######## divider_ratio_scheduler ########
Figure 1. Wiring heat map (divider_ratio_scheduler).
Bar = 20 µm. The die is cut into 13 by 13 equal tiles; dark blue is low, red is high, scaled to the fullest tile. Values are wire area over tile area, all layers added.
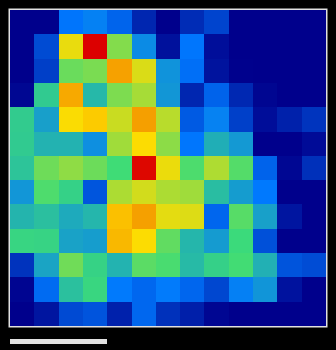

--- config.mk ---
export PLATFORM = sky130hd
export DESIGN_NAME = divider_ratio_scheduler
export DESIGN_NICKNAME = d
export VERILOG_FILES = /design/src/rtl/divider_ctrl_pkg.sv /design/src/rtl/rr_arbiter.sv /design/src/rtl/divider_ratio_scheduler.sv
export SDC_FILE = /design/constraint.sdc
export NUM_CORES = 1
export LEC_CHECK = 0
export CORE_MARGIN = 2
export CORE_UTILIZATION = 46
export CTS_CLUSTER_DIAMETER = 60
export DETAILED_ROUTE_END_ITERATION = 8
export GPL_ROUTABILITY_DRIVEN = 0
export PLACE_DENSITY = 0.86
export SLEW_MARGIN = 20
export SYNTH_ARGS = -nofsm -noshare
export SYNTH_HDL_FRONTEND = slang
export SYNTH_HIERARCHICAL = 1
export SYNTH_SLANG_ARGS = --single-unit
--- constraint.sdc ---
create_clock -name clk -period 2.9 [get_ports clk]
set_input_delay 0.435 -clock clk [delete_from_list [all_inputs] [get_ports clk]]
set_output_delay 0.435 -clock clk [all_outputs]
set_load 0.005 [all_outputs]
--- src/rtl/divider_ctrl_pkg.sv ---
// Shared definitions for the clock-config control blocks: FSM state encoding,
// default ratio width/reset value, and a width helper for counters and indices.
package divider_ctrl_pkg;

  localparam int MC_W_DEFAULT     = 4;
  localparam int MC_RESET_DEFAULT = 2;

  localparam logic [1:0] ST_IDLE      = 2'd0;
  localparam logic [1:0] ST_WAIT_EDGE = 2'd1;
  localparam logic [1:0] ST_LOAD      = 2'd2;
  localparam logic [1:0] ST_SETTLE    = 2'd3;

  // Bits needed to hold 0..n-1, never less than one bit.
  function automatic int width_of(input int n);
    return (n < 2) ? 1 : $clog2(n);
  endfunction

endpackage

--- src/rtl/rr_arbiter.sv ---
// Combinational round-robin pick: first asserted request at or after ptr,
// wrapping modulo N.
module rr_arbiter
  import divider_ctrl_pkg::*;
#(
  parameter int N = 4,
  localparam int IW = width_of(N)
) (
  input  logic [N-1:0]  req,
  input  logic [IW-1:0] ptr,
  output logic          grant_valid,
  output logic [IW-1:0] grant_id
);

  logic [IW-1:0] idx;

  // Scan from the farthest candidate toward ptr so the nearest valid one wins.
  always_comb begin
    grant_valid = 1'b0;
    grant_id    = '0;
    idx         = '0;
    for (int k = N - 1; k >= 0; k--) begin
      idx = IW'((int'(ptr) + k) % N);
      if (req[idx]) begin
        grant_valid = 1'b1;
        grant_id    = idx;
      end
    end
  end

endmodule

--- src/rtl/divider_ratio_scheduler.sv ---
// Shares the divider's mc input among NUM_REQ requesters: round-robin grant,
// load at a divider output boundary with a sync-reset pulse, settle, then ack.
module divider_ratio_scheduler
  import divider_ctrl_pkg::*;
#(
  parameter int NUM_REQ        = 4,
  parameter int MC_W           = MC_W_DEFAULT,
  parameter int MC_RESET       = MC_RESET_DEFAULT,
  parameter int MC_MIN         = 1,
  parameter int SETTLE_PERIODS = 2,
  parameter int EDGE_TIMEOUT   = 64,
  localparam int ID_W          = width_of(NUM_REQ),
  localparam int TMR_W         = width_of(EDGE_TIMEOUT)
) (
  input  logic                     clk,
  input  logic                     reset,
  input  logic [NUM_REQ-1:0]       req_valid,
  input  logic [NUM_REQ*MC_W-1:0]  req_mc,
  output logic [NUM_REQ-1:0]       req_ready,
  output logic                     req_err,
  input  logic                     div_clk_out,
  output logic [MC_W-1:0]          mc_out,
  output logic                     div_reset,
  output logic                     busy,
  output logic [ID_W-1:0]          active_id
);

  localparam logic [TMR_W-1:0] TMR_LAST = TMR_W'(EDGE_TIMEOUT - 1);
  localparam logic [3:0]       CNT_LAST = 4'(SETTLE_PERIODS - 1);
  localparam logic [ID_W-1:0]  ID_LAST  = ID_W'(NUM_REQ - 1);

  logic [1:0]         state_q, state_d;
  logic [ID_W-1:0]    id_q, id_d;
  logic [ID_W-1:0]    ptr_q, ptr_d;
  logic [MC_W-1:0]    mc_lat_q, mc_lat_d;
  logic [MC_W-1:0]    mc_out_q, mc_out_d;
  logic               div_reset_q, div_reset_d;
  logic [NUM_REQ-1:0] ready_q, ready_d;
  logic               err_q, err_d;
  logic [TMR_W-1:0]   tmr_q, tmr_d;
  logic [3:0]         cnt_q, cnt_d;
  logic               sync1_q, sync2_q, sync3_q;

  logic               rise;
  logic               timeout;
  logic               edge_event;
  logic [NUM_REQ-1:0] arb_req;
  logic               grant_valid;
  logic [ID_W-1:0]    grant_id;
  logic [MC_W-1:0]    grant_mc;
  logic [ID_W-1:0]    grant_next;

  // The requester still holds valid during its ack cycle; mask so it is not re-granted.
  assign arb_req = req_valid & {NUM_REQ{~|ready_q}};

  rr_arbiter #(.N(NUM_REQ)) u_arb (
    .req         (arb_req),
    .ptr         (ptr_q),
    .grant_valid (grant_valid),
    .grant_id    (grant_id)
  );

  assign grant_mc   = req_mc[grant_id*MC_W +: MC_W];
  assign grant_next = (grant_id == ID_LAST) ? '0 : grant_id + 1'b1;

  assign rise       = sync2_q & ~sync3_q;
  assign timeout    = (tmr_q == TMR_LAST);
  assign edge_event = rise | timeout;

  always_ff @(posedge clk or negedge reset) begin
    if (!reset) begin
      sync1_q <= 1'b0;
      sync2_q <= 1'b0;
      sync3_q <= 1'b0;
    end else begin
      sync1_q <= div_clk_out;
      sync2_q <= sync1_q;
      sync3_q <= sync2_q;
    end
  end

  always_comb begin
    state_d     = state_q;
    id_d        = id_q;
    ptr_d       = ptr_q;
    mc_lat_d    = mc_lat_q;
    mc_out_d    = mc_out_q;
    div_reset_d = 1'b0;
    ready_d     = '0;
    err_d       = 1'b0;
    tmr_d       = timeout ? tmr_q : tmr_q + 1'b1;
    cnt_d       = cnt_q;

    case (state_q)
      ST_IDLE: begin
        tmr_d = '0;
        cnt_d = '0;
        if (grant_valid) begin
          id_d     = grant_id;
          mc_lat_d = grant_mc;
          ptr_d    = grant_next;
          if (grant_mc < MC_W'(MC_MIN)) begin
            ready_d = NUM_REQ'(1) << grant_id;
            err_d   = 1'b1;
          end else if (grant_mc == mc_out_q) begin
            state_d = ST_SETTLE;
          end else begin
            state_d = ST_WAIT_EDGE;
          end
        end
      end

      ST_WAIT_EDGE: begin
        if (edge_event) begin
          state_d     = ST_LOAD;
          mc_out_d    = mc_lat_q;
          div_reset_d = 1'b1;
          tmr_d       = '0;
        end
      end

      ST_LOAD: begin
        state_d = ST_SETTLE;
        tmr_d   = '0;
        cnt_d   = '0;
      end

      ST_SETTLE: begin
        // A timeout counts as a period so a stalled divider cannot hang the requester.
        if (edge_event) begin
          tmr_d = '0;
          if (cnt_q >= CNT_LAST) begin
            ready_d = NUM_REQ'(1) << id_q;
            state_d = ST_IDLE;
            cnt_d   = '0;
          end else begin
            cnt_d = cnt_q + 4'd1;
          end
        end
      end

      default: state_d = ST_IDLE;
    endcase
  end

  always_ff @(posedge clk or negedge reset) begin
    if (!reset) begin
      state_q     <= ST_IDLE;
      id_q        <= '0;
      ptr_q       <= '0;
      mc_lat_q    <= '0;
      mc_out_q    <= MC_W'(MC_RESET);
      div_reset_q <= 1'b1;
      ready_q     <= '0;
      err_q       <= 1'b0;
      tmr_q       <= '0;
      cnt_q       <= '0;
    end else begin
      state_q     <= state_d;
      id_q        <= id_d;
      ptr_q       <= ptr_d;
      mc_lat_q    <= mc_lat_d;
      mc_out_q    <= mc_out_d;
      div_reset_q <= div_reset_d;
      ready_q     <= ready_d;
      err_q       <= err_d;
      tmr_q       <= tmr_d;
      cnt_q       <= cnt_d;
    end
  end

  assign req_ready = ready_q;
  assign req_err   = err_q;
  assign mc_out    = mc_out_q;
  assign div_reset = div_reset_q;
  assign busy      = (state_q != ST_IDLE);
  assign active_id = busy ? id_q : '0;

endmodule
######## tti_uart_rx_flat ########
File: config.mk
export PLATFORM = sky130hd
export DESIGN_NAME = tti_uart_rx_flat
export DESIGN_NICKNAME = d
export VERILOG_FILES = /design/src/rtl/tti_uart_pkg.sv /design/src/rtl/tti_uart_rx_if.sv /design/src/rtl/tti_baud_tick.sv /design/src/rtl/tti_uart_rx.sv /design/src/flat_wrapper.sv
export SDC_FILE = /design/constraint.sdc
export NUM_CORES = 1
export LEC_CHECK = 0
export ABC_AREA = 1
export CORE_ASPECT_RATIO = 0.5
export CORE_MARGIN = 1
export CORE_UTILIZATION = 55
export CTS_BUF_LIST = sky130_fd_sc_hd__clkbuf_8
export CTS_CLUSTER_DIAMETER = 200
export DETAILED_ROUTE_END_ITERATION = 10
export GPL_TIMING_DRIVEN = 1
export PLACE_DENSITY_LB_ADDON = 0.3
export SLEW_MARGIN = 20
export SYNTH_ARGS = -nofsm -noshare
export SYNTH_HDL_FRONTEND = slang
export SYNTH_SLANG_ARGS = --single-unit
File: constraint.sdc
create_clock -name clk -period 3.3 [get_ports clk]
set_clock_uncertainty 0.1 [all_clocks]
set_input_delay 0.495 -clock clk [delete_from_list [all_inputs] [get_ports clk]]
set_output_delay 0.495 -clock clk [all_outputs]
set_load 0.005 [all_outputs]
File: src/rtl/tti_uart_pkg.sv
// Shared types and constants for the teletype serial line receiver.
package tti_uart_pkg;

    typedef enum logic [2:0] {IDLE, START, DATA, PARITY, STOP, BREAK} state_t;

    localparam int PAR_NONE = 0;
    localparam int PAR_ODD  = 1;
    localparam int PAR_EVEN = 2;
    localparam int PAR_MARK = 3;

    localparam int OVS = 16;
    localparam int MID = 7;

endpackage

File: src/rtl/tti_uart_rx_if.sv
// Received-byte bus from the line receiver to the TTI device (active-low write strobe).
interface tti_uart_rx_if;

    logic [7:0] data;
    logic       write_n;
    logic       frame_err;
    logic       par_err;
    logic       busy;

    modport master (output data, write_n, frame_err, par_err, busy);
    modport slave  (input  data, write_n, frame_err, par_err, busy);

endinterface

File: src/rtl/tti_baud_tick.sv
// Oversampling tick generator: one-clock pulse every DIV clocks, re-phased by i_clr.
module tti_baud_tick #(
    parameter int DIV = 1
) (
    input  logic clk,
    input  logic rst_n,
    input  logic i_clr,
    output logic o_tick
);

    localparam int            CW   = (DIV > 1) ? $clog2(DIV) : 1;
    localparam logic [CW-1:0] LAST = CW'(DIV - 1);

    logic [CW-1:0] cnt;

    always_ff @(posedge clk or negedge rst_n) begin
        if (!rst_n)
            cnt <= '0;
        else if (i_clr || cnt == LAST)
            cnt <= '0;
        else
            cnt <= cnt + CW'(1);
    end

    // A clear wins over a coincident terminal count so the new phase starts clean.
    assign o_tick = (cnt == LAST) && !i_clr;

endmodule

File: src/rtl/tti_uart_rx.sv
// Start/stop serial receiver feeding the TTI device: 16x oversampling, mid-bit sampling,
// optional parity, framing-error and break handling.
module tti_uart_rx
    import tti_uart_pkg::*;
#(
    parameter int CLK_HZ = 50000000,
    parameter int BAUD   = 110,
    parameter int PARITY = 0
) (
    input  logic          clk,
    input  logic          rst_n,
    input  logic          i_rxd,
    tti_uart_rx_if.master bus
);

    localparam int DIV_RAW = CLK_HZ / (BAUD * OVS);
    localparam int DIV     = (DIV_RAW < 1) ? 1 : DIV_RAW;

    state_t     state, state_n;
    logic       rx_meta, rxs, rxs_prev;
    logic       tick, clr;
    logic [3:0] scnt, scnt_n;
    logic [2:0] idx, idx_n;
    logic [7:0] shreg, shreg_n;
    logic       pend, pend_n;
    logic [7:0] data_r, data_n;
    logic       write_n_r, write_n_n;
    logic       ferr_r, ferr_n;
    logic       perr_r, perr_n;
    logic       busy_r, busy_n;
    logic       mid, bit_end, par_mismatch;

    tti_baud_tick #(.DIV(DIV)) u_tick (
        .clk    (clk),
        .rst_n  (rst_n),
        .i_clr  (clr),
        .o_tick (tick)
    );

    // Synchronizer and edge-history flops idle at mark so reset never looks like a start edge.
    always_ff @(posedge clk or negedge rst_n) begin
        if (!rst_n) begin
            rx_meta  <= 1'b1;
            rxs      <= 1'b1;
            rxs_prev <= 1'b1;
        end else begin
            rx_meta  <= i_rxd;
            rxs      <= rx_meta;
            rxs_prev <= rxs;
        end
    end

    always_ff @(posedge clk or negedge rst_n) begin
        if (!rst_n) begin
            state     <= IDLE;
            scnt      <= '0;
            idx       <= '0;
            shreg     <= '0;
            pend      <= 1'b0;
            data_r    <= 8'h00;
            write_n_r <= 1'b1;
            ferr_r    <= 1'b0;
            perr_r    <= 1'b0;
            busy_r    <= 1'b0;
        end else begin
            state     <= state_n;
            scnt      <= scnt_n;
            idx       <= idx_n;
            shreg     <= shreg_n;
            pend      <= pend_n;
            data_r    <= data_n;
            write_n_r <= write_n_n;
            ferr_r    <= ferr_n;
            perr_r    <= perr_n;
            busy_r    <= busy_n;
        end
    end

    assign mid     = tick && (scnt == 4'(MID));
    assign bit_end = tick && (scnt == 4'(OVS - 1));

    always_comb begin
        par_mismatch = 1'b0;
        if (PARITY == PAR_ODD)
            par_mismatch = (rxs == ^shreg);
        else if (PARITY == PAR_EVEN)
            par_mismatch = (rxs != ^shreg);
        else if (PARITY == PAR_MARK)
            par_mismatch = !rxs;
    end

    // Stop is judged at mid-bit so short stop bits and back-to-back frames are accepted.
    always_comb begin
        state_n   = state;
        scnt_n    = tick ? scnt + 4'd1 : scnt;
        idx_n     = idx;
        shreg_n   = shreg;
        pend_n    = pend;
        data_n    = data_r;
        write_n_n = 1'b1;
        ferr_n    = ferr_r;
        perr_n    = perr_r;
        busy_n    = busy_r;
        clr       = 1'b0;
        unique case (state)
            IDLE: begin
                if (rxs_prev && !rxs) begin
                    clr     = 1'b1;
                    scnt_n  = '0;
                    pend_n  = 1'b0;
                    busy_n  = 1'b1;
                    state_n = START;
                end
            end
            START: begin
                if (mid && rxs) begin
                    busy_n  = 1'b0;
                    state_n = IDLE;
                end else if (bit_end) begin
                    idx_n   = '0;
                    state_n = DATA;
                end
            end
            DATA: begin
                if (mid)
                    shreg_n = {rxs, shreg[7:1]};
                if (bit_end) begin
                    if (idx == 3'd7)
                        state_n = (PARITY != PAR_NONE) ? tti_uart_pkg::PARITY : STOP;
                    else
                        idx_n = idx + 3'd1;
                end
            end
            tti_uart_pkg::PARITY: begin
                if (mid)
                    pend_n = par_mismatch;
                if (bit_end)
                    state_n = STOP;
            end
            STOP: begin
                if (mid) begin
                    perr_n = pend;
                    if (rxs) begin
                        data_n    = shreg;
                        write_n_n = 1'b0;
                        ferr_n    = 1'b0;
                        busy_n    = 1'b0;
                        state_n   = IDLE;
                    end else begin
                        ferr_n  = 1'b1;
                        state_n = BREAK;
                    end
                end
            end
            BREAK: begin
                if (rxs) begin
                    busy_n  = 1'b0;
                    state_n = IDLE;
                end
            end
            default: state_n = IDLE;
        endcase
    end

    assign bus.data      = data_r;
    assign bus.write_n   = write_n_r;
    assign bus.frame_err = ferr_r;
    assign bus.par_err   = perr_r;
    assign bus.busy      = busy_r;

endmodule
File: src/flat_wrapper.sv
// flat-port wrapper written by rule: the top's interface ports become plain ports
module tti_uart_rx_flat import tti_uart_pkg::*;
#(
    parameter int CLK_HZ = 50000000,
    parameter int BAUD   = 110,
    parameter int PARITY = 0
)
  (clk, rst_n, i_rxd, bus_data, bus_write_n, bus_frame_err, bus_par_err, bus_busy);
  tti_uart_rx_if bus_i ();
  input  logic clk;
  input  logic rst_n;
  input  logic i_rxd;
  output wire logic [$bits(bus_i.data)-1:0] bus_data;
  output wire logic [$bits(bus_i.write_n)-1:0] bus_write_n;
  output wire logic [$bits(bus_i.frame_err)-1:0] bus_frame_err;
  output wire logic [$bits(bus_i.par_err)-1:0] bus_par_err;
  output wire logic [$bits(bus_i.busy)-1:0] bus_busy;
  assign bus_data = bus_i.data;
  assign bus_write_n = bus_i.write_n;
  assign bus_frame_err = bus_i.frame_err;
  assign bus_par_err = bus_i.par_err;
  assign bus_busy = bus_i.busy;
  tti_uart_rx #(.CLK_HZ(CLK_HZ), .BAUD(BAUD), .PARITY(PARITY)) u_core (.clk(clk), .rst_n(rst_n), .i_rxd(i_rxd), .bus(bus_i));
endmodule
######## dbus_tx_sequencer ########
## src/rtl/dbus_seq_pkg.sv

```systemverilog
// Shared definitions for the dbus transmit sequencer: FSM state codes
// (also exported on o_state) and small helpers used by the top and timer.
package dbus_seq_pkg;

  localparam int unsigned STATE_W = 3;
  localparam int unsigned COUNT_W = 16;
  localparam int unsigned DATA_W  = 8;

  typedef enum logic [STATE_W-1:0] {
    ST_IDLE   = 3'd0,
    ST_FETCH  = 3'd1,
    ST_LAUNCH = 3'd2,
    ST_XFER   = 3'd3,
    ST_GAP    = 3'd4,
    ST_ABORT  = 3'd5
  } seq_state_t;

  // States in which the dbus handshake is being watched for a timeout.
  function automatic logic timer_running(input seq_state_t s);
    return (s == ST_LAUNCH) || (s == ST_XFER);
  endfunction

endpackage

```

## src/rtl/dbus_seq_timer.sv

```systemverilog
// Timeout counter for the dbus handshake: counts while enabled, restarts on
// clear, flags expire once the count reaches c_TIMEOUT-1.
module dbus_seq_timer #(
  parameter int unsigned c_TIMEOUT = 1000000,
  parameter int unsigned c_TWIDTH  = 20
) (
  input  logic i_clock,
  input  logic i_reset_n,
  input  logic clear,
  input  logic enable,
  output logic expire
);

  localparam logic [c_TWIDTH-1:0] LIMIT = c_TWIDTH'(c_TIMEOUT - 1);

  logic [c_TWIDTH-1:0] count;

  always_ff @(posedge i_clock) begin
    if (!i_reset_n) begin
      count <= '0;
    end else if (clear) begin
      count <= '0;
    end else if (enable) begin
      count <= count + 1'b1;
    end
  end

  always_comb begin
    expire = enable && (count == LIMIT);
  end

endmodule

```

## src/rtl/dbus_tx_sequencer.sv

```systemverilog
// Byte sequencer from a level-handshake source onto dbus, with timeout abort
// and completed-byte counter. Inter-byte gap state enabled by DBUS_SEQ_GAP_EN.
module dbus_tx_sequencer
  import dbus_seq_pkg::*;
#(
  parameter int unsigned c_TIMEOUT = 1000000,
  parameter int unsigned c_GAP     = 16,
  parameter int unsigned c_TWIDTH  = 20
) (
  input  logic                 i_clock,
  input  logic                 i_reset_n,
  input  logic                 i_avail,
  input  logic [DATA_W-1:0]    i_data,
  output logic                 o_read,
  output logic [DATA_W-1:0]    o_data,
  output logic                 o_enable,
  input  logic                 i_busy,
  input  logic                 i_clear,
  output logic                 o_timeout,
  output logic [COUNT_W-1:0]   o_count,
  output logic [STATE_W-1:0]   o_state
);

  seq_state_t state;
  logic       timer_clear;
  logic       timer_en;
  logic       timer_expire;

`ifdef DBUS_SEQ_GAP_EN
  localparam int unsigned GAP_W = (c_GAP > 1) ? $clog2(c_GAP) : 1;
  localparam logic [GAP_W-1:0] GAP_LAST = GAP_W'(c_GAP - 1);
  logic [GAP_W-1:0] gap_cnt;
`else
  // Gap length has no effect in this build; parameter kept for override compatibility.
  if (c_GAP != 0) begin : g_gap_compiled_out
  end
`endif

  // The timer restarts whenever the FSM is outside LAUNCH/XFER and on the
  // LAUNCH->XFER hand-over, so each of those states starts counting at zero.
  always_comb begin
    timer_en    = timer_running(state);
    timer_clear = !timer_en || ((state == ST_LAUNCH) && i_busy);
  end

  dbus_seq_timer #(
    .c_TIMEOUT (c_TIMEOUT),
    .c_TWIDTH  (c_TWIDTH)
  ) u_timer (
    .i_clock   (i_clock),
    .i_reset_n (i_reset_n),
    .clear     (timer_clear),
    .enable    (timer_en),
    .expire    (timer_expire)
  );

  always_ff @(posedge i_clock) begin
    if (!i_reset_n) begin
      state     <= ST_IDLE;
      o_read    <= 1'b0;
      o_enable  <= 1'b0;
      o_data    <= '0;
      o_timeout <= 1'b0;
      o_count   <= '0;
`ifdef DBUS_SEQ_GAP_EN
      gap_cnt   <= '0;
`endif
    end else begin
      // Clear first; a coincident timeout below wins for o_timeout, while a
      // coincident increment is suppressed so o_count stays zero.
      if (i_clear) begin
        o_count   <= '0;
        o_timeout <= 1'b0;
      end

      unique case (state)
        ST_IDLE: begin
          if (i_avail && !i_busy) begin
            o_data <= i_data;
            o_read <= 1'b1;
            state  <= ST_FETCH;
          end
        end

        ST_FETCH: begin
          if (!i_avail) begin
            o_read   <= 1'b0;
            o_enable <= 1'b1;
            state    <= ST_LAUNCH;
          end
        end

        ST_LAUNCH: begin
          if (timer_expire) begin
            o_enable  <= 1'b0;
            o_timeout <= 1'b1;
            state     <= ST_ABORT;
          end else if (i_busy) begin
            o_enable <= 1'b0;
            state    <= ST_XFER;
          end
        end

        ST_XFER: begin
          if (timer_expire) begin
            o_timeout <= 1'b1;
            state     <= ST_ABORT;
          end else if (!i_busy) begin
            if (!i_clear) begin
              o_count <= o_count + 1'b1;
            end
`ifdef DBUS_SEQ_GAP_EN
            gap_cnt <= '0;
            state   <= (c_GAP == 0) ? ST_IDLE : ST_GAP;
`else
            state   <= ST_IDLE;
`endif
          end
        end

`ifdef DBUS_SEQ_GAP_EN
        ST_GAP: begin
          if (gap_cnt == GAP_LAST) begin
            state <= ST_IDLE;
          end else begin
            gap_cnt <= gap_cnt + 1'b1;
          end
        end
`endif

        ST_ABORT: begin
          if (!i_busy) begin
            state <= ST_IDLE;
          end
        end

        default: begin
          state <= ST_IDLE;
        end
      endcase
    end
  end

  always_comb begin
    o_state = state;
  end

endmodule

```

## config.mk

```make
export PLATFORM = sky130hd
export DESIGN_NAME = dbus_tx_sequencer
export DESIGN_NICKNAME = d
export VERILOG_FILES = /design/src/rtl/dbus_seq_pkg.sv /design/src/rtl/dbus_seq_timer.sv /design/src/rtl/dbus_tx_sequencer.sv
export SDC_FILE = /design/constraint.sdc
export NUM_CORES = 1
export LEC_CHECK = 0
export CAP_MARGIN = 20
export CORE_ASPECT_RATIO = 0.6
export CORE_UTILIZATION = 45
export CTS_BUF_LIST = sky130_fd_sc_hd__clkbuf_16
export DETAILED_ROUTE_END_ITERATION = 6
export PLACE_DENSITY_LB_ADDON = 0.12
export SYNTH_ARGS = -nofsm -noshare
export SYNTH_HDL_FRONTEND = slang
export SYNTH_SLANG_ARGS = --single-unit
```

## constraint.sdc

```tcl
create_clock -name i_clock -period 2.3 [get_ports i_clock]
set_input_delay 0.46 -clock i_clock [delete_from_list [all_inputs] [get_ports i_clock]]
set_output_delay 0.46 -clock i_clock [all_outputs]
set_load 0.02 [all_outputs]
```

Figure 2. Wiring heat map (dbus_tx_sequencer).
Bar = 20 µm. The die is cut into 19 by 12 equal tiles; dark blue is low, red is high, scaled to the fullest tile. Values are wire area over tile area, all layers added.
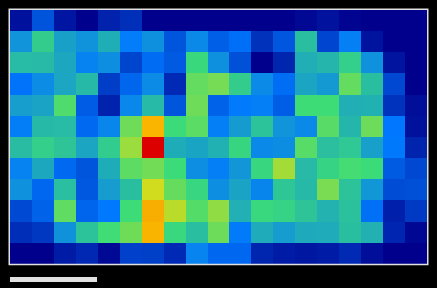
nearly empty tiles: 11%
mean over tiles: 0.15
tiles over half the peak: 14%

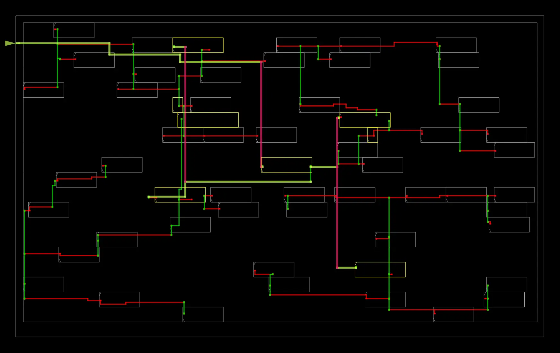
Figure 3: dbus_tx_sequencer, clock nets.
Clk. pwr: 0.836 mW
post-route clock skew: 0.00703 ns
Clock Latency Late Sink: 0.29 ns
total CTS buffers: 5

==> reports/metrics.cfg, dbus_tx_sequencer <==
[layout]
syn2layout_area_growth_pct=30.0
largest_reg_flops=20
buffers=55

[synthesis]
mappedNetlistArea_um2=2380
aoi_share=0.121
yosys-stat-cells=257
synthAdderAreaFrac=0.0105
synth.area.top_cells=dfxtp_1, xor2_1, nor2_1

[global_route]
grt_pass1_wl_um=8790
grt_util_met1=0.308
grt_pass1_vias=1851
grtUsageMet3=0.0581

[detailed_routing]
firstDrtPassIters=4
routed-wl-met3_um=298

[floorplanning]
taps=66
fp_util=0.469

[final_timing]
setup_viol=0

[worst_setup_path]
crit_slowest_cell=clkdlybuf4s50_1
cp-start-kind=register
critPathTopFamily=buffers and inverters
r2r-end=o_count[15]

[run_status]
outcome=complete, no violations

[pwr]
p_int_mw=1.46

[dbus_tx_sequencer: stage by stage]
| step | util | total power [mW] | instances | setup WS [ns] |
|---|---|---|---|---|
| after global routing | 0.610 | 1.91 | 375 | 0.137 |
| final | 0.610 | 1.86 | 375 | 0.259 |
| after global placement | 0.578 | 1.04 | 367 | 0.276 |
| after floorplan | - | 0.976 | 257 | 0.265 |
| after detailed placement | 0.578 | 1.04 | 367 | 0.296 |
| after CTS | 0.610 | 1.87 | 375 | 0.251 |
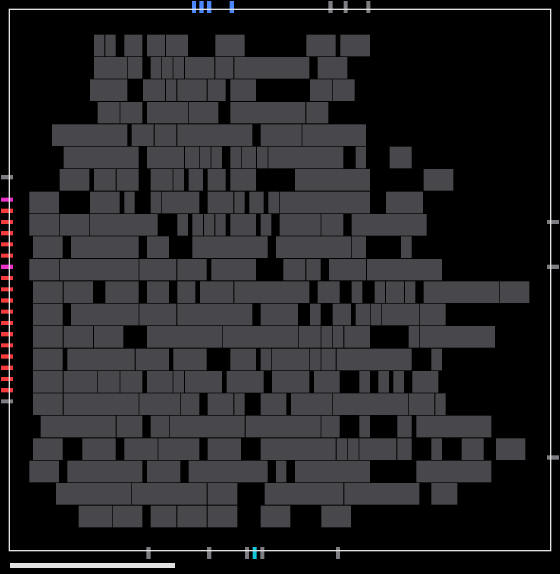
Figure 4: divider_ratio_scheduler, pin map.
Bar = 20 µm. Pins as bars across the die edge, other pins in gray.
| port | color | pins | direction | edge |
|---|---|---|---|---|
| req_mc | red | 16 | input | left |
| active_id | magenta | 2 | output | left |
| div_clk_out | cyan | 1 | input | bottom |
| req_valid | blue | 4 | input | top |
all pins by edge: 20 left, 7 top, 6 bottom, 3 right

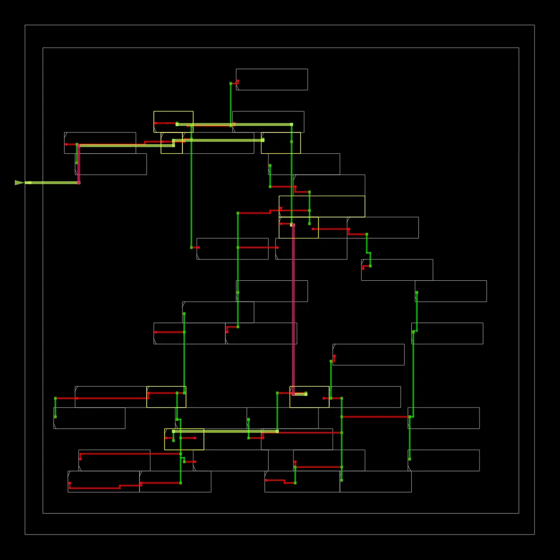
Figure 5: divider_ratio_scheduler, clock nets.
total CTS buffers: 5
post-route clock skew: 0.00701 ns
clock buffers: 6
Clock Latency Late Sink: 0.28 ns

Notes on Figure 1 above:
emptiest ninth of the die: upper right
mean over tiles: 0.13
densest ninth of the die: center
fullest tile: 0.41
nearly empty tiles: 22%

==> reports/metrics.cfg, divider_ratio_scheduler <==
[layout]
layout_top_cells=clkdlybuf4s50_1, dfrtp_1, nand2_1, nor2_1, buf_4
regMostFlops=tmr_q
fin_area_um2=2400

[detailed_routing]
drt_iter0_drc=24
finalWirelength_um=3410
firstDrtPassIters=4
wl_per_cell_um=13.2

[synthesis]
synth_flops=33
aoi_share=0.0813
async_flop_share=1.00
logic_family=simple AND/OR/NAND/NOR gates
synth_area_leader_cell=dfrtp_1
common_cells=dfrtp_1, nand2_1, nor2_1
synth.avg_cell_area_um2=11.2

[clock_tree]
post_cts_buffers=0
htree_levels=2

[job]
warnings=38

[pwr]
p_int_mw=1.45
clockPowerShare=0.202

[final_timing]
setup_ws_ns=-0.163
setup_viol=7

[worst_setup_path]
path_buffers=1

[min_path]
hold_path.class=register to register

[run_status]
violations=negative setup slack
outcome=finished, violations left

## divider_ratio_scheduler: cell type report
| cell class | instances | share of cell area |
|---|---|---|
| multi-input cells | 108 | 0.367 |
| flip-flops and latches | 33 | 0.346 |
| repair buffers | 50 | 0.193 |
| clock buffers | 6 | 0.0344 |
| well taps | 48 | 0.0251 |
| inverters | 12 | 0.0188 |
| clock inverters | 2 | 0.0157 |
## divider_ratio_scheduler: stage by stage
step,instances,hold slack (ns),utilization
CTS,259,0.368,0.652
global placement,251,0.350,0.616
detailed placement,251,0.354,0.616
floorplan,155,0.139,-
global route,259,0.381,0.655
finish,259,0.371,0.655
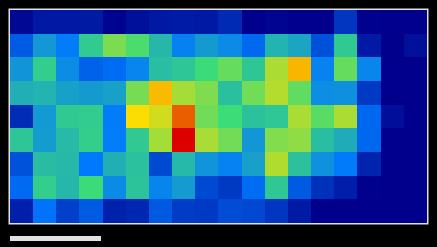
Figure 6: tti_uart_rx_flat, wiring heat map.
Bar = 20 µm. The die is cut into 18 by 9 equal tiles; dark blue is low, red is high, scaled to the fullest tile. Values are wire area over tile area, all layers added.
nearly empty tiles: 17%
emptiest ninth of the die: lower right
fullest tile: 0.53
mean over tiles: 0.16
routed via count: 1,712
WL per Instance: 13.0 µm

==> reports/metrics.cfg, tti_uart_rx_flat <==
[run_status]
outcome=complete, no violations

[pwr]
clock_power_mw=0.376
switching_share=0.324

[synthesis]
edf_count=0
synth.area.top_cells=dfrtp_1, nand2_1, inv_1
synth_area_leader_cell=dfrtp_1
ys.flop_type=dfrtp_1
logic_family=simple AND/OR/NAND/NOR gates
synth.avg_cell_area_um2=8.66

[final_timing]
setup_viol=0
rsz0062_at_grt=no

[layout]
comb_share=0.353
buffers=13
layout-drive-gt1-share=0.0876
seq_cells=47
syn2layout_area_growth_pct=11.8

[global_route]
busiest_layer=met2
grtUsageTotal=0.226

[placed_design]
place_hpwl_um=3090

[worst_setup_path]
endpoint=u_core.shreg[4]
cp.depth=11

[clock_tree]
hold_buffers=0
cts_resized=0

[detailed_routing]
routed-wl-met3_um=175

[tti_uart_rx_flat: stage by stage]
step | hold slack (ns) | power, mW | instances | util
5_1_grt | 0.138 | 1.47 | 325 | 0.684
3_3_place_gp | 0.249 | 0.995 | 317 | 0.655
6_report | 0.0940 | 1.38 | 325 | 0.684
3_5_place_dp | 0.247 | 1.02 | 317 | 0.655
4_1_cts | 0.260 | 1.39 | 325 | 0.683
2_1_floorplan | 0.0994 | 0.928 | 257 | -


==> layout pictures side by side <==
Sequential cells colored by netlist name.
Bar = 20 µm. Other sequential cells in the stronger gray, the rest of the logic in the fainter gray.
Plate I
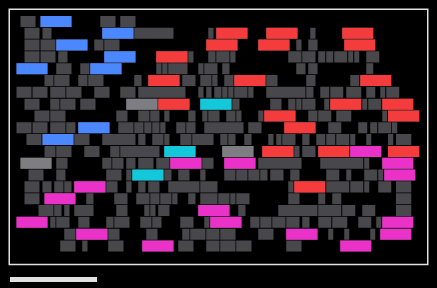
Plate II
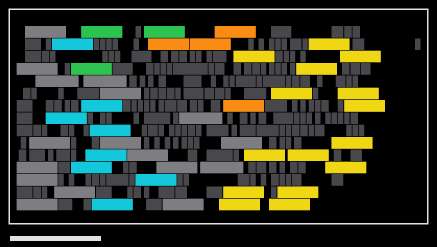
Plate III
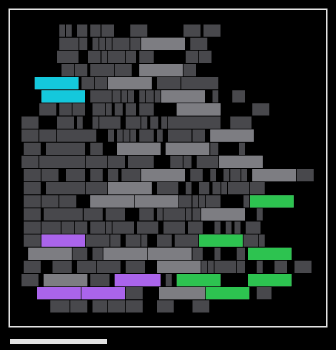
- Plate II = tti_uart_rx_flat
- Plate I = dbus_tx_sequencer
- Plate III = divider_ratio_scheduler
The one with the most cells is Plate I.
The one with the fewest sequential cells is Plate III.

Key to Plate III:
| netlist name | color | flops |
|---|---|---|
| ptr_q | cyan | 2 |
| mc_out | purple | 4 |
| tmr_q | green | 6 |
not colored: 21

Power and IR drop assume default switching activity.
